######## block 1 ########
**src/rtl/muldiv_pkg.sv**
```systemverilog
// Shared encodings for the iterative multiply/divide unit: operation codes,
// FSM states and a small decode helper used by the core and the decode stage.
package muldiv_pkg;

  typedef enum logic [1:0] {
    MUL  = 2'b00,
    MULH = 2'b01,
    DIV  = 2'b10,
    REM  = 2'b11
  } op_e;

  typedef enum logic [1:0] {
    IDLE = 2'b00,
    CALC = 2'b01,
    FIX  = 2'b10,
    DONE = 2'b11
  } state_e;

  function automatic logic is_div_op(input op_e o);
    return (o == DIV) || (o == REM);
  endfunction

endpackage

```
**src/rtl/muldiv_unit.sv**
```systemverilog
// Iterative multiply/divide unit: radix-2 shift-add multiply and restoring
// divide on operand magnitudes, sharing one 2*WIDTH accumulator and counter.
module muldiv_unit
  import muldiv_pkg::*;
#(
  parameter int WIDTH = 32
) (
  input  logic             clk,
  input  logic             reset,
  input  logic             in_valid,
  output logic             in_ready,
  input  logic [1:0]       op,
  input  logic             is_signed,
  input  logic [WIDTH-1:0] a,
  input  logic [WIDTH-1:0] b,
  input  logic             kill,
  output logic             out_valid,
  input  logic             out_ready,
  output logic [WIDTH-1:0] result,
  output logic             div_by_zero,
  output logic             busy
);

  localparam int CW = $clog2(WIDTH) + 1;
  localparam logic [CW-1:0] LAST = CW'(WIDTH - 1);

  state_e             state, next_state;
  logic [CW-1:0]      count;
  logic [2*WIDTH-1:0] acc;
  logic [WIDTH-1:0]   mag;
  op_e                op_q;
  logic               neg_q;
  logic               rem_neg_q;
  logic [WIDTH-1:0]   result_q;
  logic               dbz_q;

  logic               accept;
  op_e                op_in;
  logic               div_in;
  logic               b_zero;
  logic               a_neg;
  logic               b_neg;
  logic [WIDTH-1:0]   a_mag;
  logic [WIDTH-1:0]   b_mag;

  logic [WIDTH:0]     mul_sum;
  logic [2*WIDTH-1:0] mul_next;
  logic [WIDTH:0]     trial;
  logic               trial_ge;
  logic [WIDTH-1:0]   diff;
  logic [2*WIDTH-1:0] div_next;
  logic [2*WIDTH-1:0] prod_fix;
  logic [WIDTH-1:0]   quo;
  logic [WIDTH-1:0]   rem_w;
  logic [WIDTH-1:0]   fix_value;

  assign in_ready    = (state == IDLE);
  assign busy        = (state != IDLE);
  assign out_valid   = (state == DONE);
  assign result      = result_q;
  assign div_by_zero = dbz_q;

  assign accept = in_valid && in_ready;
  assign op_in  = op_e'(op);
  assign div_in = is_div_op(op_in);
  assign b_zero = (b == '0);
  assign a_neg  = is_signed & a[WIDTH-1];
  assign b_neg  = is_signed & b[WIDTH-1];
  assign a_mag  = a_neg ? -a : a;
  assign b_mag  = b_neg ? -b : b;

  // One iteration of each algorithm; mag holds the multiplicand or divisor.
  assign mul_sum  = {1'b0, acc[2*WIDTH-1:WIDTH]} + {1'b0, mag};
  assign mul_next = acc[0] ? {mul_sum, acc[WIDTH-1:1]} : {1'b0, acc[2*WIDTH-1:1]};
  assign trial    = acc[2*WIDTH-1:WIDTH-1];
  assign trial_ge = (trial >= {1'b0, mag});
  assign diff     = trial[WIDTH-1:0] - mag;
  assign div_next = trial_ge ? {diff, acc[WIDTH-2:0], 1'b1} : {acc[2*WIDTH-2:0], 1'b0};

  assign prod_fix = neg_q ? -acc : acc;
  assign quo      = acc[WIDTH-1:0];
  assign rem_w    = acc[2*WIDTH-1:WIDTH];

  always_comb begin
    fix_value = prod_fix[WIDTH-1:0];
    case (op_q)
      MUL:     fix_value = prod_fix[WIDTH-1:0];
      MULH:    fix_value = prod_fix[2*WIDTH-1:WIDTH];
      DIV:     fix_value = neg_q ? -quo : quo;
      default: fix_value = rem_neg_q ? -rem_w : rem_w;
    endcase
  end

  always_ff @(posedge clk) begin
    if (reset) state <= IDLE;
    else       state <= next_state;
  end

  // Kill aborts any in-flight state; in IDLE a simultaneous request still wins.
  always_comb begin
    next_state = state;
    case (state)
      IDLE: if (accept) next_state = (div_in && b_zero) ? DONE : CALC;
      CALC: begin
        if (kill)               next_state = IDLE;
        else if (count == LAST) next_state = FIX;
      end
      FIX:  next_state = kill ? IDLE : DONE;
      DONE: if (kill || out_ready) next_state = IDLE;
      default: next_state = IDLE;
    endcase
  end

  always_ff @(posedge clk) begin
    if (reset) begin
      count     <= '0;
      acc       <= '0;
      mag       <= '0;
      op_q      <= MUL;
      neg_q     <= 1'b0;
      rem_neg_q <= 1'b0;
      result_q  <= '0;
      dbz_q     <= 1'b0;
    end else begin
      case (state)
        IDLE: if (accept) begin
          op_q      <= op_in;
          count     <= '0;
          neg_q     <= a_neg ^ b_neg;
          rem_neg_q <= a_neg;
          dbz_q     <= div_in && b_zero;
          if (div_in) begin
            acc <= {{WIDTH{1'b0}}, a_mag};
            mag <= b_mag;
            if (b_zero) result_q <= (op_in == REM) ? a : '1;
          end else begin
            acc <= {{WIDTH{1'b0}}, b_mag};
            mag <= a_mag;
          end
        end
        CALC: begin
          acc   <= is_div_op(op_q) ? div_next : mul_next;
          count <= count + CW'(1);
        end
        FIX:  result_q <= fix_value;
        default: ;
      endcase
    end
  end

endmodule

```
**config.mk**
```make
export PLATFORM = sky130hd
export DESIGN_NAME = muldiv_unit
export DESIGN_NICKNAME = d
export VERILOG_FILES = /design/src/rtl/muldiv_pkg.sv /design/src/rtl/muldiv_unit.sv
export SDC_FILE = /design/constraint.sdc
export NUM_CORES = 1
export LEC_CHECK = 0
export CORE_MARGIN = 2
export CORE_UTILIZATION = 61
export DETAILED_ROUTE_END_ITERATION = 16
export GPL_TIMING_DRIVEN = 0
export PLACE_DENSITY_LB_ADDON = 0.08
export SETUP_SLACK_MARGIN = 0.02
export SLEW_MARGIN = 10
export SYNTH_ARGS = -nofsm -noshare
export SYNTH_HDL_FRONTEND = slang
export SYNTH_SLANG_ARGS = --single-unit
export TNS_END_PERCENT = 20
```
**constraint.sdc**
```tcl
create_clock -name clk -period 3.5 [get_ports clk]
set_input_delay 0.7 -clock clk [delete_from_list [all_inputs] [get_ports clk]]
set_output_delay 0.7 -clock clk [all_outputs]
set_load 0.01 [all_outputs]
```
######## block 2 ########
**src/rtl/viterbi_frame_sched.sv**
```systemverilog
// viterbi_frame_sched: round-robin frame scheduler sharing one K=7 Viterbi decoder between two requesters.
// Latency: gnt 1 cycle after req; then symbol load, 2-cycle dec_rst, 1-cycle dec_start, decoder time, 1 cycle to first bit.
// Backpressure: sym_ready only while loading; out_valid holds out_bit/out_ch/out_last stable while out_ready is low.
//
// Ports:
//   clk, rst                    clock and synchronous active-high reset
//   req, req_len0, req_len1     per-channel frame request and length (sampled at grant)
//   gnt                         one-hot grant, held for the whole frame
//   sym_valid, sym_data, sym_ready   symbol load from the granted channel, {g0,g1}
//   dec_rst, dec_start, dec_frame_len, dec_syms, dec_done, dec_bits   decoder control and data;
//                               symbol i lives at dec_syms[2i+1:2i], decoded bit i at dec_bits[i]
//   out_valid, out_bit, out_ch, out_last, out_ready   decoded bit stream tagged with channel
//   err_timeout, busy           watchdog pulse and not-idle status
// Option: define SCHED_TIMEOUT_EN to build the TIMEOUT-cycle decoder watchdog and the RECOV state;
//         without it err_timeout is tied low and WAIT lasts until dec_done.
module viterbi_frame_sched #(
    parameter int MAX_LEN = 255,
    parameter int TIMEOUT = 600
) (
    input  logic         clk,
    input  logic         rst,
    input  logic [1:0]   req,
    input  logic [7:0]   req_len0,
    input  logic [7:0]   req_len1,
    output logic [1:0]   gnt,
    input  logic         sym_valid,
    input  logic [1:0]   sym_data,
    output logic         sym_ready,
    output logic         dec_rst,
    output logic         dec_start,
    output logic [7:0]   dec_frame_len,
    output logic [511:0] dec_syms,
    input  logic         dec_done,
    input  logic [255:0] dec_bits,
    output logic         out_valid,
    output logic         out_bit,
    output logic         out_ch,
    output logic         out_last,
    input  logic         out_ready,
    output logic         err_timeout,
    output logic         busy
);

    if (MAX_LEN < 1 || MAX_LEN > 255) begin : g_bad_max_len
        $error("viterbi_frame_sched: MAX_LEN must be in 1..255");
    end
    if (TIMEOUT < 2 || TIMEOUT > 1024) begin : g_bad_timeout
        $error("viterbi_frame_sched: TIMEOUT must be in 2..1024");
    end

    localparam logic [7:0] MAX_LEN_C = 8'(MAX_LEN);

    typedef enum logic [2:0] {
        IDLE  = 3'd0,
        LOAD  = 3'd1,
        DRST  = 3'd2,
        START = 3'd3,
        WAIT  = 3'd4,
        DRAIN = 3'd5
`ifdef SCHED_TIMEOUT_EN
        , RECOV = 3'd6
`endif
    } state_t;

    state_t       state, state_nx;
    logic         last, last_nx;
    logic         ch, ch_nx;
    logic [7:0]   len, len_nx;
    logic [7:0]   idx, idx_nx;
    logic         cnt, cnt_nx;       // second-cycle marker for the 2-cycle DRST/RECOV states
    logic [1:0]   gnt_nx;
    logic         rst_pend;          // keeps dec_rst high for one cycle after reset release
    logic [255:0] obuf;
    logic         sym_acc;
    logic         obuf_ld;
    logic         pick;
    logic [7:0]   len_pick;
    logic         drst_nx;
    logic         out_bit_nx;
    logic         out_last_nx;

`ifdef SCHED_TIMEOUT_EN
    localparam logic [9:0] WD_LAST = 10'(TIMEOUT - 1);
    logic [9:0] wd;
    logic       err_nx;
`endif

    always_comb begin
        state_nx = state;
        last_nx  = last;
        ch_nx    = ch;
        len_nx   = len;
        idx_nx   = idx;
        cnt_nx   = 1'b0;
        gnt_nx   = gnt;
        sym_acc  = 1'b0;
        obuf_ld  = 1'b0;
        pick     = 1'b0;
        len_pick = 8'd0;
`ifdef SCHED_TIMEOUT_EN
        err_nx   = 1'b0;
`endif
        case (state)
            IDLE: begin
                // A len=0 grant leaves gnt up for exactly one IDLE cycle; no new
                // grant is made in that cycle so the pulse stays clean.
                gnt_nx = 2'b00;
                if (req != 2'b00 && gnt == 2'b00) begin
                    pick     = (req == 2'b11) ? ~last : req[1];
                    len_pick = pick ? req_len1 : req_len0;
                    if (len_pick > MAX_LEN_C) begin
                        len_pick = MAX_LEN_C;
                    end
                    ch_nx   = pick;
                    last_nx = pick;
                    len_nx  = len_pick;
                    idx_nx  = 8'd0;
                    gnt_nx  = pick ? 2'b10 : 2'b01;
                    if (len_pick != 8'd0) begin
                        state_nx = LOAD;
                    end
                end
            end
            LOAD: begin
                if (sym_valid && sym_ready) begin
                    sym_acc = 1'b1;
                    idx_nx  = idx + 8'd1;
                    if (idx == len - 8'd1) begin
                        state_nx = DRST;
                    end
                end
            end
            DRST: begin
                if (!cnt) begin
                    cnt_nx = 1'b1;
                end else begin
                    state_nx = START;
                end
            end
            START: begin
                state_nx = WAIT;
            end
            WAIT: begin
                // A dec_done already high on entry is honoured as-is.
                if (dec_done) begin
                    obuf_ld  = 1'b1;
                    idx_nx   = 8'd0;
                    state_nx = DRAIN;
                end
`ifdef SCHED_TIMEOUT_EN
                else if (wd == WD_LAST) begin
                    err_nx   = 1'b1;
                    state_nx = RECOV;
                end
`endif
            end
            DRAIN: begin
                if (out_ready) begin
                    if (idx == len - 8'd1) begin
                        gnt_nx   = 2'b00;
                        state_nx = IDLE;
                    end else begin
                        idx_nx = idx + 8'd1;
                    end
                end
            end
`ifdef SCHED_TIMEOUT_EN
            RECOV: begin
                if (!cnt) begin
                    cnt_nx = 1'b1;
                end else begin
                    gnt_nx   = 2'b00;
                    state_nx = IDLE;
                end
            end
`endif
            default: begin
                gnt_nx   = 2'b00;
                state_nx = IDLE;
            end
        endcase
    end

    // Outputs are registered from next-state values so they line up with the state they describe.
    always_comb begin
        drst_nx = rst_pend || (state_nx == DRST);
`ifdef SCHED_TIMEOUT_EN
        drst_nx = drst_nx || (state_nx == RECOV);
`endif
        // obuf is not loaded yet on the WAIT->DRAIN edge, so bit 0 comes straight from dec_bits.
        out_bit_nx  = (state_nx == DRAIN) && (obuf_ld ? dec_bits[0] : obuf[idx_nx]);
        out_last_nx = (state_nx == DRAIN) && (idx_nx == len_nx - 8'd1);
    end

    always_ff @(posedge clk) begin
        if (rst) begin
            state         <= IDLE;
            last          <= 1'b1;
            ch            <= 1'b0;
            len           <= 8'd0;
            idx           <= 8'd0;
            cnt           <= 1'b0;
            rst_pend      <= 1'b1;
            obuf          <= '0;
            gnt           <= 2'b00;
            sym_ready     <= 1'b0;
            dec_rst       <= 1'b1;
            dec_start     <= 1'b0;
            dec_frame_len <= 8'd0;
            dec_syms      <= '0;
            out_valid     <= 1'b0;
            out_bit       <= 1'b0;
            out_ch        <= 1'b0;
            out_last      <= 1'b0;
            busy          <= 1'b0;
        end else begin
            state         <= state_nx;
            last          <= last_nx;
            ch            <= ch_nx;
            len           <= len_nx;
            idx           <= idx_nx;
            cnt           <= cnt_nx;
            rst_pend      <= 1'b0;
            if (obuf_ld) begin
                obuf <= dec_bits;
            end
            if (sym_acc) begin
                dec_syms[{idx, 1'b0} +: 2] <= sym_data;
            end
            gnt           <= gnt_nx;
            sym_ready     <= (state_nx == LOAD);
            dec_rst       <= drst_nx;
            dec_start     <= (state_nx == START);
            dec_frame_len <= len_nx;
            out_valid     <= (state_nx == DRAIN);
            out_bit       <= out_bit_nx;
            out_ch        <= ch_nx;
            out_last      <= out_last_nx;
            busy          <= (state_nx != IDLE);
        end
    end

`ifdef SCHED_TIMEOUT_EN
    // Watchdog: zero on WAIT entry, counts every WAIT cycle.
    always_ff @(posedge clk) begin
        if (rst) begin
            wd          <= 10'd0;
            err_timeout <= 1'b0;
        end else begin
            wd          <= (state == WAIT) ? wd + 10'd1 : 10'd0;
            err_timeout <= err_nx;
        end
    end
`else
    assign err_timeout = 1'b0;
`endif

endmodule

```
**config.mk**
```make
export PLATFORM = sky130hd
export DESIGN_NAME = viterbi_frame_sched
export DESIGN_NICKNAME = d
export VERILOG_FILES = /design/src/rtl/viterbi_frame_sched.sv
export SDC_FILE = /design/constraint.sdc
export NUM_CORES = 2
export LEC_CHECK = 0
export ABC_AREA = 1
export CAP_MARGIN = 40
export CORE_AREA = 2 2 320 322
export CTS_CLUSTER_DIAMETER = 60
export CTS_CLUSTER_SIZE = 20
export DETAILED_ROUTE_END_ITERATION = 16
export DIE_AREA = 0 0 322 324
export GPL_TIMING_DRIVEN = 0
export PLACE_DENSITY_LB_ADDON = 0.25
export SETUP_SLACK_MARGIN = 0.1
export SYNTH_ARGS = -nofsm -noshare
export SYNTH_HDL_FRONTEND = slang
export SYNTH_SLANG_ARGS = --single-unit
export TNS_END_PERCENT = 100
```
**constraint.sdc**
```tcl
create_clock -name clk -period 7.3 [get_ports clk]
set_clock_uncertainty 0.2 [all_clocks]
set_input_delay 1.46 -clock clk [delete_from_list [all_inputs] [get_ports clk]]
set_output_delay 1.46 -clock clk [all_outputs]
set_load 0.05 [all_outputs]
```
######## block 3 ########
### src/rtl/game_flow_sequencer.sv
// Frame-rate round sequencer: IDLE/attract, PLAY, post-hit invulnerability (HIT) and OVER.
// Owns lives and score and issues one-cycle entity-reset, snare and dragon-grow strobes.
module game_flow_sequencer #(
    parameter int START_LIVES   = 3,
    parameter int INVULN_FRAMES = 60,
    parameter int OVER_FRAMES   = 180
) (
    input  logic       clk,
    input  logic       reset,
    input  logic       frame_end,
    input  logic       start_btn,
    input  logic       player_dragon_hit,
    input  logic       sword_dragon_hit,
    input  logic       sheep_dragon_hit,
    output logic [1:0] state,
    output logic [1:0] lives,
    output logic [7:0] score,
    output logic       game_active,
    output logic       player_visible,
    output logic       entity_reset,
    output logic       snare_trigger,
    output logic       dragon_grow
);

    typedef enum logic [1:0] {
        ST_IDLE = 2'b00,
        ST_PLAY = 2'b01,
        ST_HIT  = 2'b10,
        ST_OVER = 2'b11
    } state_t;

    localparam logic [1:0] LIVES_INIT  = 2'(START_LIVES);
    localparam logic [7:0] INVULN_INIT = 8'(INVULN_FRAMES);
    localparam logic [7:0] OVER_INIT   = 8'(OVER_FRAMES);

    state_t     state_reg;
    logic [1:0] lives_reg;
    logic [7:0] score_reg;
    logic [7:0] timer_reg;
    logic       start_prev_reg;
    logic       entity_reset_reg;
    logic       snare_trigger_reg;
    logic       dragon_grow_reg;
    logic [7:0] score_next;
    logic       start_event;

    assign score_next  = (score_reg == 8'hFF) ? score_reg : score_reg + 8'd1;
    assign start_event = start_btn & ~start_prev_reg;

    always_ff @(posedge clk) begin
        if (reset) begin
            state_reg         <= ST_IDLE;
            lives_reg         <= LIVES_INIT;
            score_reg         <= 8'd0;
            timer_reg         <= 8'd0;
            // Held high so a button pressed through reset is not a start event.
            start_prev_reg    <= 1'b1;
            entity_reset_reg  <= 1'b0;
            snare_trigger_reg <= 1'b0;
            dragon_grow_reg   <= 1'b0;
        end else begin
            entity_reset_reg  <= 1'b0;
            snare_trigger_reg <= 1'b0;
            dragon_grow_reg   <= 1'b0;
            if (frame_end) begin
                start_prev_reg <= start_btn;
                case (state_reg)
                    ST_IDLE: begin
                        lives_reg <= LIVES_INIT;
                        if (start_event) begin
                            state_reg        <= ST_PLAY;
                            entity_reset_reg <= 1'b1;
                            score_reg        <= 8'd0;
                        end
                    end
                    ST_PLAY: begin
                        if (player_dragon_hit) begin
                            lives_reg <= lives_reg - 2'd1;
                            if (lives_reg == 2'd1) begin
                                state_reg <= ST_OVER;
                                timer_reg <= OVER_INIT;
                            end else begin
                                state_reg <= ST_HIT;
                                timer_reg <= INVULN_INIT;
                            end
                        end else begin
                            if (sword_dragon_hit) begin
                                score_reg         <= score_next;
                                snare_trigger_reg <= 1'b1;
                            end
                            dragon_grow_reg <= sheep_dragon_hit;
                        end
                    end
                    ST_HIT: begin
                        // Invulnerable: player hits ignored, scoring still live.
                        if (sword_dragon_hit) begin
                            score_reg         <= score_next;
                            snare_trigger_reg <= 1'b1;
                        end
                        dragon_grow_reg <= sheep_dragon_hit;
                        if (timer_reg == 8'd1) begin
                            state_reg <= ST_PLAY;
                            timer_reg <= 8'd0;
                        end else begin
                            timer_reg <= timer_reg - 8'd1;
                        end
                    end
                    ST_OVER: begin
                        if (timer_reg == 8'd1) begin
                            state_reg <= ST_IDLE;
                            lives_reg <= LIVES_INIT;
                            timer_reg <= 8'd0;
                        end else begin
                            timer_reg <= timer_reg - 8'd1;
                        end
                    end
                endcase
            end
        end
    end

    assign state          = state_reg;
    assign lives          = lives_reg;
    assign score          = score_reg;
    assign game_active    = (state_reg == ST_PLAY) || (state_reg == ST_HIT);
    assign player_visible = (state_reg != ST_HIT) || !timer_reg[2];
    assign entity_reset   = entity_reset_reg;
    assign snare_trigger  = snare_trigger_reg;
    assign dragon_grow    = dragon_grow_reg;

endmodule

### config.mk
export PLATFORM = sky130hd
export DESIGN_NAME = game_flow_sequencer
export DESIGN_NICKNAME = d
export VERILOG_FILES = /design/src/rtl/game_flow_sequencer.sv
export SDC_FILE = /design/constraint.sdc
export NUM_CORES = 1
export LEC_CHECK = 0
export ABC_AREA = 1
export CORE_ASPECT_RATIO = 0.8
export CORE_MARGIN = 3
export CORE_UTILIZATION = 32
export CTS_CLUSTER_SIZE = 16
export DETAILED_ROUTE_END_ITERATION = 8
export SLEW_MARGIN = 10
export SYNTH_ARGS = -nofsm -noshare
export SYNTH_HDL_FRONTEND = slang
export SYNTH_SLANG_ARGS = --single-unit
export TNS_END_PERCENT = 5
### constraint.sdc
create_clock -name clk -period 1.29 [get_ports clk]
set_input_delay 0.258 -clock clk [delete_from_list [all_inputs] [get_ports clk]]
set_output_delay 0.258 -clock clk [all_outputs]
set_load 0.005 [all_outputs]

==> layout pictures side by side <==
Signal wires by layer.
picture 1
Bar = 100 um.
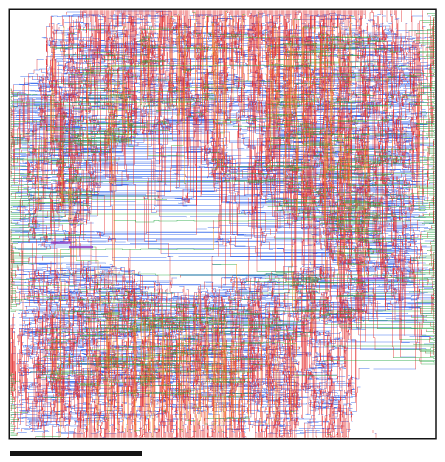
picture 2
Bar = 20 um.
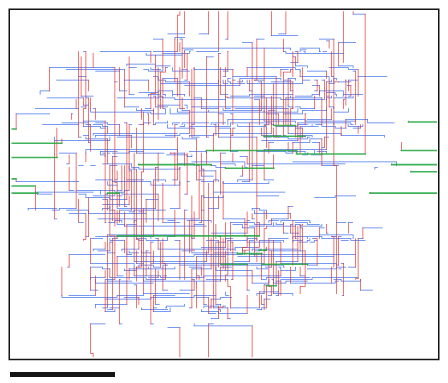
picture 3
Bar = 50 um.
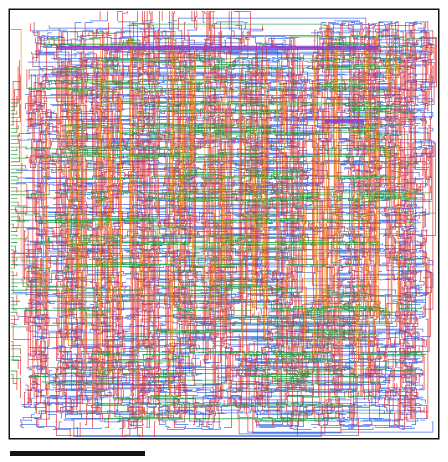
picture 2 -> block 3
picture 3 -> block 1
picture 1 -> block 2
The one with the smallest die is picture 2.
The one with the most wire is picture 1.

Figure 1. Nets reached from selected ports (block 1).
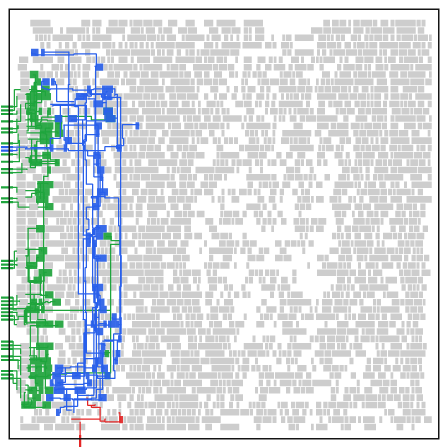
Key: `op` = blue [direction input, end cells 82, buffers 10, wire 1480 um]; `in_ready` = red [direction output, end cells 1, buffers 1, wire 43.9 um]; `b` = green [direction input, end cells 75, buffers 32, wire 1000 um]
io pins: 108
I/O Buffers: 106

==> job_summary.md, block 1 <==
### Metrics collected by this job

| Metric | Value |
|---|---|
| EDFF count, synth | 0 |
| Final cell count without fillers | 2505 |
| Kind of critical path | reg -> reg |
| Sink Count | 141 |
| Post-CTS Resized | 62 |
| Main flop type | dfxtp_1 |
| Die area | 0.02514 mm2 |
| Final critical-path required period | 3.907 ns |
| CP cell instances | inv_1 > ha_1 > o21ai_0 > nor2_1 > o311ai_4 > a31oi_4 > o311ai_4 > a31oi_4 > buf_4 > buf_6 > mux2i_1 > nand2_1 > o21ai_0 > o21ai_0 |
| Most flops, register | acc |
| Max reg flops | 64 |
| Max Clk Rate | 255.9 MHz |
| Status | complete, but fails checks |
| Worst rel slew slack | 27.18% |
| Post-layout util | 72.97% |
| Number of vias per cell | 7.110 |
| Violated checks | setup timing |
| Final tally of hold violations | 0 |
| Placed Cells | 2475 |
| Seq pwr | 1.90 mW |
| Most frequent cell after synthesis | a21oi_1 |
| Final tally of setup violations | 40 |
| TritonCTS Buffers | 17 |
| Comb power frac | 43.6% |
| Final WS setup | -0.4072 ns |
==> block 1: worst max-delay path: cells and delay by family, from the launching register on <==
family,cells,cell delay [ns]
buffers and inverters,3,0.51
AND/OR/NAND/NOR,2,0.50
adder cells (fa/ha/maj),1,0.41
multiplexers,1,0.22
AND-OR/OR-AND,7,1.64
flip-flops,1,0.44
==> block 1: cell type report <==
type | instances | area, um2 | area share, %
clock buffer | 17 | 425.4 | 2.484
inverter | 68 | 255.2 | 1.490
sequential | 141 | 2853 | 16.66
timing repair buffer | 114 | 1121 | 6.545
clock inverter | 15 | 152.6 | 0.8912
multi-input combinational | 1669 | 11190 | 65.31
tap | 319 | 399.1 | 2.330
buffer | 162 | 735.7 | 4.295
==> block 1: final timing paths <==
kind                 to  slack, ns  depth (start not counted)
max             acc[43]      -0.41                         14
min          result[26]       0.45                          2
max reg2reg     acc[43]      -0.41                         14
min reg2reg  result[26]       0.45                          2
==> block 1: routing by layer <==
metal	vias up	wire length, um	global-route usage, %
met1	8089	22960	59.19
met5	-	130	0
met2	1518	26840	76.25
met3	436	9872	17.09
li1	7764	-	-
met4	4	6218	37.49
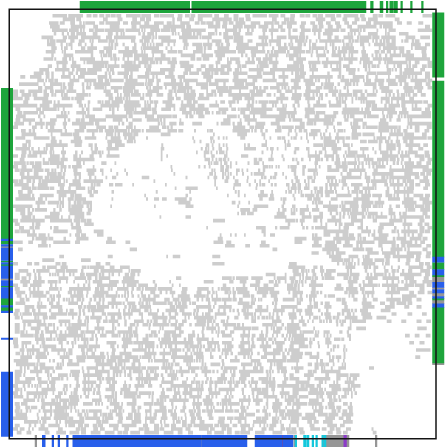
Figure 2: block 2, pin map.
Pins as bars across the die edge, other pins in gray.
Key: `dec_frame_len` = cyan [pins 8, direction output, edge bottom]; `req` = purple [pins 2, direction input, edge bottom]; `dec_bits` = blue [pins 256, direction input, edge 177 bottom, 65 left, 14 right]; `dec_syms` = green [pins 512, direction output, edge 246 top, 171 right, 95 left]; `out_valid` = red [pins 1, direction output, edge bottom]
All pins by edge: 246 top, 210 bottom, 194 right, 162 left.
I/O Buffers: 808
Die H: 324 um

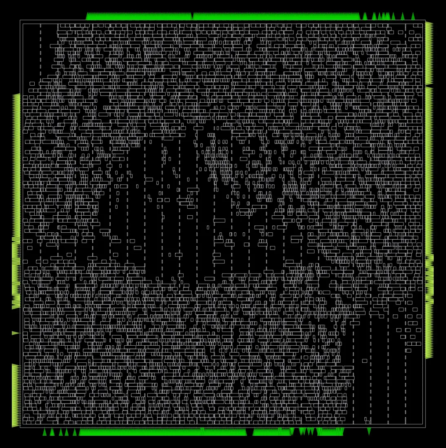
Figure 3: block 2, placement view.
standard-cell row count: 117
fraction of area in registers: 34.50%
final cell count without fillers: 7054

==> job_summary.md, block 2 <==
### Metrics collected by this job

| Metric | Value |
|---|---|
| Status | finished, final reports clean |
| Max Clk Rate | 204.2 MHz |
| Layout area overhead | 37.71% |
| Reg2reg start | idx[3] |
| Register share after synthesis | 47.50% |
| Routed wire length | 177200 um |
| Async S/R FF share, synth | 0% |
| Total track usage | 32.46% |
| # nets final | 5963 |
| Root buf cell | clkbuf_16 |
| Most numerous logic cell after layout | nand2_1 |
| Total nets after synthesis | 5057 |
| Met3 Use GR | 7.342% |
| Hold_sp | cnt |
| Kind of critical path | in -> reg |
| RSZ-0062 raised after global routing | no |
| Adder Share, Synth | 0.2227% |
| P_leak | 15.67 nW |
| Complex Gates by Area | 19.37% |
| Synth mux share | 0.2375% |
| Xor/xnor share | 0.3637% |
| Final tally of hold violations | 0 |
| FF-to-FF path depth | 16 |
| Worst-path clk slew | 0.07 ns |
| Grt ovf | 0 |
| WL met2 | 77360 um |
| Gpl congestion | 0.9913 |
| Post-CTS Resized | 0 |
| Wl on met1 | 72470 um |
-- block 2: registers in the layout, summed over array words and instances, names as in the netlist, 2 cells and up --
register,cells
len,8
state,3
gnt,2
idx,8
obuf,256
dec_syms,512
-- block 2: where the power goes --
part / total, mW / switching (mW) / internal [mW]
logic: 0.855 / 0.563 / 0.292
registers: 4.39 / 0.0199 / 4.37
clock network: 4.34 / 2.08 / 2.25
total: 9.59 / 2.67 / 6.92
-- block 2: cell type report --
class                      count  share of cell area [%]
buffer                       330                   3.029
antenna                        9                 0.04851
clock buffer                  79                   4.069
tap                         1309                   3.528
inverter                     244                   1.975
timing repair buffer         831                   18.06
sequential                   800                   34.50
clock inverter                56                   1.668
multi-input combinational   3396                   33.12
-- block 2: stage by stage --
step,std cells,hold WS [ns],worst slack [ns],instance area (um2)
final,7054,0.2288,2.402,46430
after global routing,7049,0.2462,2.306,46410
after CTS,7045,0.2244,2.485,46400
after detailed placement,6910,0.2124,1.784,43740
after global placement,6887,0.2089,0.6756,43440
after floorplan,4770,0.1945,3.592,33710
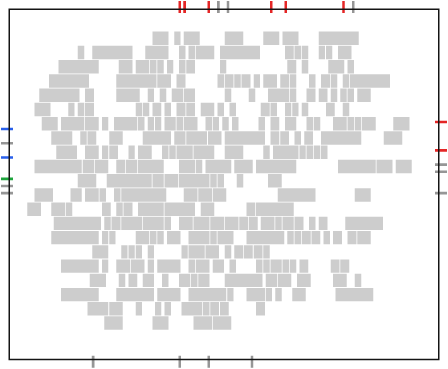
Figure 4: block 3, pin map.
Pins as bars across the die edge, other pins in gray.
Key: `player_dragon_hit` = green [pins 1, direction input, edge left]; `lives` = blue [pins 2, direction output, edge left]; `score` = red [pins 8, direction output, edge 6 top, 2 right]
All pins by edge: 9 top, 6 left, 5 right, 4 bottom.
Die W: 81.75 um
Die H: 66.60 um
I/O Buffers: 23

==> job_summary.md, block 3 <==
### Metrics collected by this job

| Metric | Value |
|---|---|
| GRT met1 Usage | 24.35% |
| 1st-pass router iterations | 4 |
| FF-to-FF path depth | 9 |
| TritonCTS Buffers | 3 |
| Diodes inserted | 0 |
| Layout area overhead | 55.03% |
| Total track usage | 16.17% |
| Gr busiest metal | met1 |
| Hold_sp | lives[1] |
| Slowest stage delay, CP | 0.36 ns |
| Comb. pwr | 430 uW |
| Mi-comb count | 171 |
| Setup Skew | 0.002141 ns |
| Final tally of setup violations | 22 |
| Number of vias per cell | 4.584 |
| Status | complete, but fails checks |
| Cell taking the most area after synthesis | dfxtp_1 |
| Violated checks | setup timing |
| Tool Warnings | 33 |
| Clk pwr share | 29.9% |
| CP delay by family, top | buffers and inverters |
| Flop pwr share | 45.5% |
| Worst path slowest cell | dfxtp_4 |
| Final WS setup | -0.1977 ns |
| N_taps | 57 |
| WP depth | 9 |
block 3: cells in the mapped netlist, drive strengths merged:
| master | number |
|---|---|
| a21boi | 1 |
| a21oi | 14 |
| buf | 3 |
| clkbuf | 1 |
| dfxtp | 24 |
| ha | 8 |
| inv | 33 |
| nand2 | 58 |
| nand3 | 25 |
| nand3b | 1 |
| nand4 | 3 |
| nor2 | 37 |
| nor3 | 4 |
| nor3b | 1 |
| o211ai | 1 |
| o21ai | 15 |
| o21bai | 1 |
| or2 | 2 |
block 3: stage by stage:
stage	instance area, um2	hold WS, ns	util, %	setup WS, ns
after floorplan	1480	0.3197	-	-0.01533
after global placement	2034	0.4705	47.21	-0.3003
after detailed placement	2034	0.4762	47.21	-0.3218
after CTS	2207	0.4887	51.22	-0.2054
after global routing	2277	0.5149	52.85	-0.2887
final	2277	0.4818	52.85	-0.1977
block 3: timing repair:
action	4_1_cts	5_1_grt
setup endpoints to repair	39	26
cloned	1	0
gates resized	59	20
pin swaps	9	7
hold endpoints to repair	0	0
buffers inserted	2	0

######## block 4 ########
Figure 5. Signal wires by layer (block 4).
Bar = 20 um.
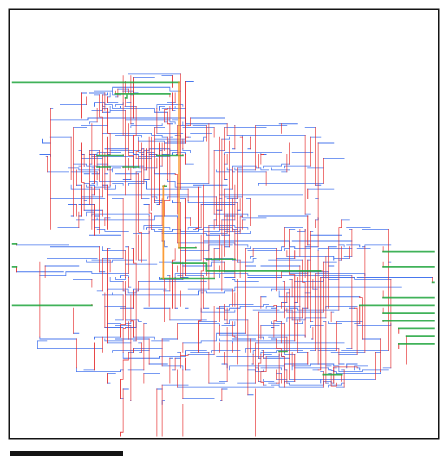
Figure 6. Nets reached from selected ports (block 4).
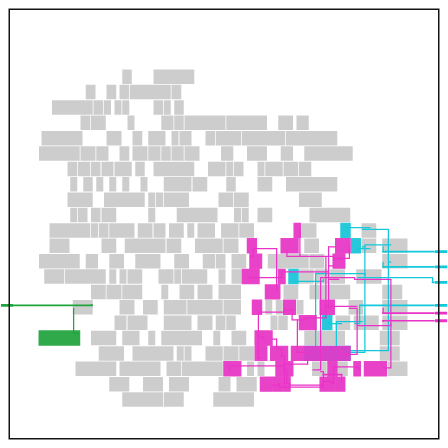
===== config.mk =====
export PLATFORM = sky130hd
export DESIGN_NAME = floor_request_panel
export DESIGN_NICKNAME = d
export VERILOG_FILES = /design/src/rtl/floor_request_panel.sv
export SDC_FILE = /design/constraint.sdc
export NUM_CORES = 1
export LEC_CHECK = 0
export CORE_MARGIN = 5
export CORE_UTILIZATION = 35
export DETAILED_ROUTE_END_ITERATION = 10
export PLACE_DENSITY = 0.66
export REMOVE_ABC_BUFFERS = 1
export SKIP_CTS_REPAIR_TIMING = 1
export SLEW_MARGIN = 10
export SYNTH_ARGS = -nofsm -noshare
export SYNTH_HDL_FRONTEND = slang
export SYNTH_SLANG_ARGS = --single-unit

===== constraint.sdc =====
create_clock -name clk -period 1.8 [get_ports clk]
set_input_delay 0.36 -clock clk [delete_from_list [all_inputs] [get_ports clk]]
set_output_delay 0.36 -clock clk [all_outputs]
set_load 0.01 [all_outputs]

===== src/rtl/floor_request_panel.sv =====
// Floor call panel: latches button presses, picks the next floor in the
// current sweep direction, drives one floor command line and dwells with door open.
module floor_request_panel #(
  parameter int DOOR_CYCLES  = 4,
  parameter int TRAVEL_LIMIT = 16
) (
  input  logic       clk,
  input  logic       reset,
  input  logic [3:0] press,
  input  logic [1:0] position,
  output logic       button0,
  output logic       button1,
  output logic       button2,
  output logic       button3,
  output logic [3:0] pending,
  output logic       door_open,
  output logic       busy,
  output logic       fault
);

  typedef enum logic [1:0] {
    S_IDLE   = 2'd0,
    S_TRAVEL = 2'd1,
    S_DOOR   = 2'd2,
    S_FAULT  = 2'd3
  } state_t;

  state_t      state_q, state_d;
  logic [3:0]  pending_q, pending_d;
  logic        dir_q, dir_d;
  logic [1:0]  target_q, target_d;
  logic [3:0]  door_cnt_q, door_cnt_d;
  logic [7:0]  travel_cnt_q, travel_cnt_d;
  logic [3:0]  button_q, button_d;
  logic        door_open_q, door_open_d;
  logic        busy_q, busy_d;
  logic        fault_q, fault_d;

  logic [2:0]  sel;
  logic [8:0]  travel_inc;
  logic [3:0]  here_mask;
  logic        local_hit;

  // Returns {new_dir, target}: nearest pending floor ahead, else reverse.
  // With nothing ahead either way, the current floor is returned.
  function automatic logic [2:0] pick_target(input logic [3:0] pend,
                                             input logic [1:0] pos,
                                             input logic       dir);
    logic       found_up, found_dn;
    logic [1:0] up_t, dn_t;
    found_up = 1'b0;
    found_dn = 1'b0;
    up_t     = pos;
    dn_t     = pos;
    for (int f = 3; f >= 0; f--) begin
      if (f > int'(pos) && pend[f]) begin
        found_up = 1'b1;
        up_t     = 2'(f);
      end
    end
    for (int f = 0; f <= 3; f++) begin
      if (f < int'(pos) && pend[f]) begin
        found_dn = 1'b1;
        dn_t     = 2'(f);
      end
    end
    if (dir) begin
      if (found_up)      pick_target = {1'b1, up_t};
      else if (found_dn) pick_target = {1'b0, dn_t};
      else               pick_target = {dir, pos};
    end else begin
      if (found_dn)      pick_target = {1'b0, dn_t};
      else if (found_up) pick_target = {1'b1, up_t};
      else               pick_target = {dir, pos};
    end
  endfunction

  always_comb begin
    state_d      = state_q;
    pending_d    = pending_q | press;
    dir_d        = dir_q;
    target_d     = target_q;
    door_cnt_d   = door_cnt_q;
    travel_cnt_d = travel_cnt_q;
    here_mask    = 4'b0001 << position;
    local_hit    = press[position];
    sel          = pick_target(pending_q, position, dir_q);
    travel_inc   = {1'b0, travel_cnt_q} + 9'd1;

    case (state_q)
      S_IDLE: begin
        // A call at the floor the car already sits on just opens the door.
        pending_d = pending_q | (press & ~here_mask);
        if (local_hit) begin
          state_d    = S_DOOR;
          door_cnt_d = 4'(DOOR_CYCLES);
        end else if (pending_q != 4'b0000) begin
          state_d      = S_TRAVEL;
          target_d     = sel[1:0];
          dir_d        = sel[2];
          travel_cnt_d = 8'd0;
        end
      end
      S_TRAVEL: begin
        travel_cnt_d = travel_inc[7:0];
        if (position == target_q) begin
          state_d             = S_DOOR;
          pending_d[target_q] = 1'b0;
          door_cnt_d          = 4'(DOOR_CYCLES);
        end else if (travel_inc == 9'(TRAVEL_LIMIT)) begin
          state_d = S_FAULT;
        end
      end
      S_DOOR: begin
        pending_d = pending_q | (press & ~here_mask);
        if (local_hit) begin
          door_cnt_d = 4'(DOOR_CYCLES);
        end else if (door_cnt_q <= 4'd1) begin
          door_cnt_d = 4'd0;
          if (pending_q == 4'b0000) begin
            state_d = S_IDLE;
          end else begin
            state_d      = S_TRAVEL;
            target_d     = sel[1:0];
            dir_d        = sel[2];
            travel_cnt_d = 8'd0;
          end
        end else begin
          door_cnt_d = door_cnt_q - 4'd1;
        end
      end
      default: begin
        state_d = S_FAULT;
      end
    endcase

    button_d    = (state_d == S_TRAVEL) ? (4'b0001 << target_d) : 4'b0000;
    door_open_d = (state_d == S_DOOR);
    busy_d      = (state_d != S_IDLE);
    fault_d     = (state_d == S_FAULT);
  end

  always_ff @(posedge clk) begin
    if (reset) begin
      state_q      <= S_IDLE;
      pending_q    <= 4'b0000;
      dir_q        <= 1'b1;
      target_q     <= 2'd0;
      door_cnt_q   <= 4'd0;
      travel_cnt_q <= 8'd0;
      button_q     <= 4'b0000;
      door_open_q  <= 1'b0;
      busy_q       <= 1'b0;
      fault_q      <= 1'b0;
    end else begin
      state_q      <= state_d;
      pending_q    <= pending_d;
      dir_q        <= dir_d;
      target_q     <= target_d;
      door_cnt_q   <= door_cnt_d;
      travel_cnt_q <= travel_cnt_d;
      button_q     <= button_d;
      door_open_q  <= door_open_d;
      busy_q       <= busy_d;
      fault_q      <= fault_d;
    end
  end

  assign button0   = button_q[0];
  assign button1   = button_q[1];
  assign button2   = button_q[2];
  assign button3   = button_q[3];
  assign pending   = pending_q;
  assign door_open = door_open_q;
  assign busy      = busy_q;
  assign fault     = fault_q;

endmodule

==> job_summary.md <==
### Metrics collected by this job

| Metric | Value |
|---|---|
| Sink Count | 28 |
| Final tally of setup violations | 5 |
| Met3 wire len | 194 um |
| Gpl congestion | 0.8139 |
| Status | complete, but fails checks |
| Seq pwr | 763 uW |
| Peak VDD IR | 0.4544 mV |
| Crit-path max FO | 6 |
| Violated checks | setup timing |
| Main area contributors | dfxtp_1 (37%), a21oi_1 (5.6%), nor2_1 (5.5%), nand2_1 (4.0%), ha_1 (3.3%) |
| Final WS setup | -0.08471 ns |
| Post-synthesis simple-gate area fraction | 27.40% |
| Hold Crit Class | reg -> reg |
| DRC | 0 |
| YS chip area | 0.001511 mm2 |
| Most instantiated logic cells after routing | buf_4 (37), dfxtp_1 (26), nor2_1 (21) |
| Netlist Area Pre-Place | 0.001511 mm2 |
| Largest net degree at the start of global routing | 18 |
| Number of global-route vias before repair | 1411 |
| Dpl ws | -0.6291 ns |
| Most numerous logic cell after layout | buf_4 |
| Crit path capture type | flip-flop |
| Cell internal pwr | 1.232 mW |
| WL met2 | 1758 um |
| Placed Cells | 280 |
## Picture notes: Figure 5
Key: met2 = red [wire length 1760 um]; met3 = green [wire length 195 um]; met1 = blue [wire length 1870 um]; met4 = orange [wire length 45.6 um]

## Picture notes: Figure 6
Key: `press` = cyan [direction input, end cells 5, buffers 8, wire 167 um]; `button2` = green [direction output, end cells 1, buffers 1, wire 19.5 um]; `position` = magenta [direction input, end cells 29, buffers 5, wire 266 um]
I/O Buffers: 18
io pins: 19

## final cells by class
| type | count | area share, % |
|---|---|---|
| Clock buffer | 3 | 1.938 |
| Inverter | 7 | 1.468 |
| Multi-Input combinational cell | 142 | 44.39 |
| Sequential cell | 28 | 26.54 |
| Tap cell | 50 | 2.936 |
| Timing Repair Buffer | 56 | 22.72 |
## path summary, 6_finish.rpt
check	cells after the start	slack (ns)	start	to
min	2	0.54	travel_cnt_q[1]	travel_cnt_q[1]
max reg2reg	9	-0.08	door_cnt_q[0]	button_q[2]
min reg2reg	2	0.54	travel_cnt_q[1]	travel_cnt_q[1]
max	9	-0.08	door_cnt_q[0]	button_q[2]
## critical path, stage by stage (launching register included)
cell     delay [ns]
dfxtp_4        0.38
inv_4          0.06
ha_4           0.14
nor2_4         0.04
o31ai_2        0.25
buf_4          0.18
buf_6          0.10
nand3_4        0.08
o31a_1         0.37
nor3b_2        0.18
## sequential cells by signal, summed over array words and instances, names as in the netlist
name and flops:
door_open 1, pending 4, target_q 2, fault 1
dir_q 1, state_q 2, button_q 4, travel_cnt_q 8
door_cnt_q 4, busy 1


==> gallery <==
Routed clock nets over the placement.
shot_01.png
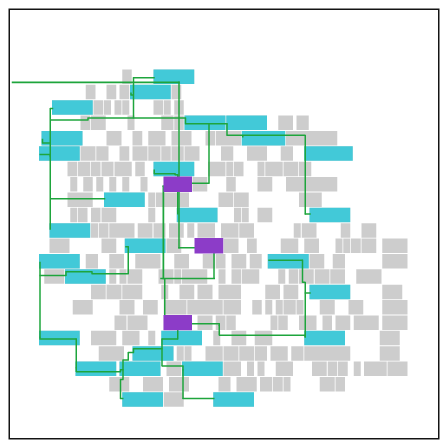
shot_02.png
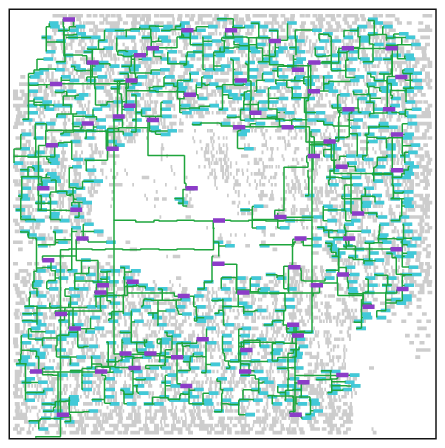
shot_03.png
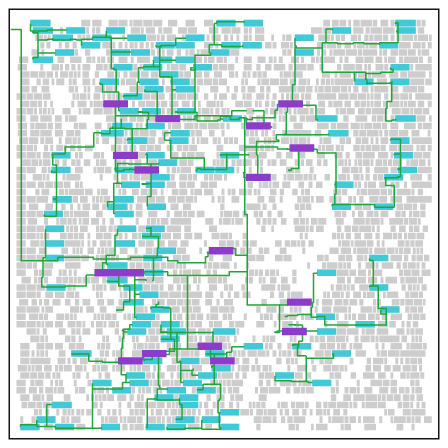
shot_04.png
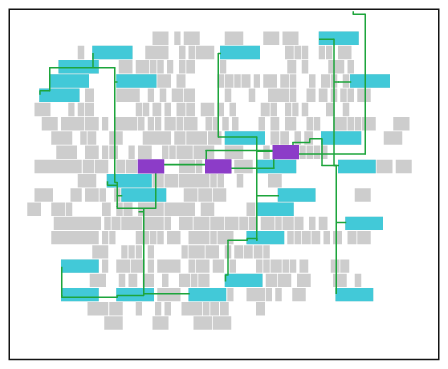
- shot_02.png = block 2
- shot_01.png = block 4
- shot_04.png = block 3
- shot_03.png = block 1
- most sequential cells: shot_02.png

Key to shot_01.png:
Key: cells driving clock nets = purple [count 3]; flip-flops = cyan [count 28]; clock wires = green [length 385 um]
There are 4 routed clock nets.

No activity file was given, so power comes from the tool's default toggle rates.
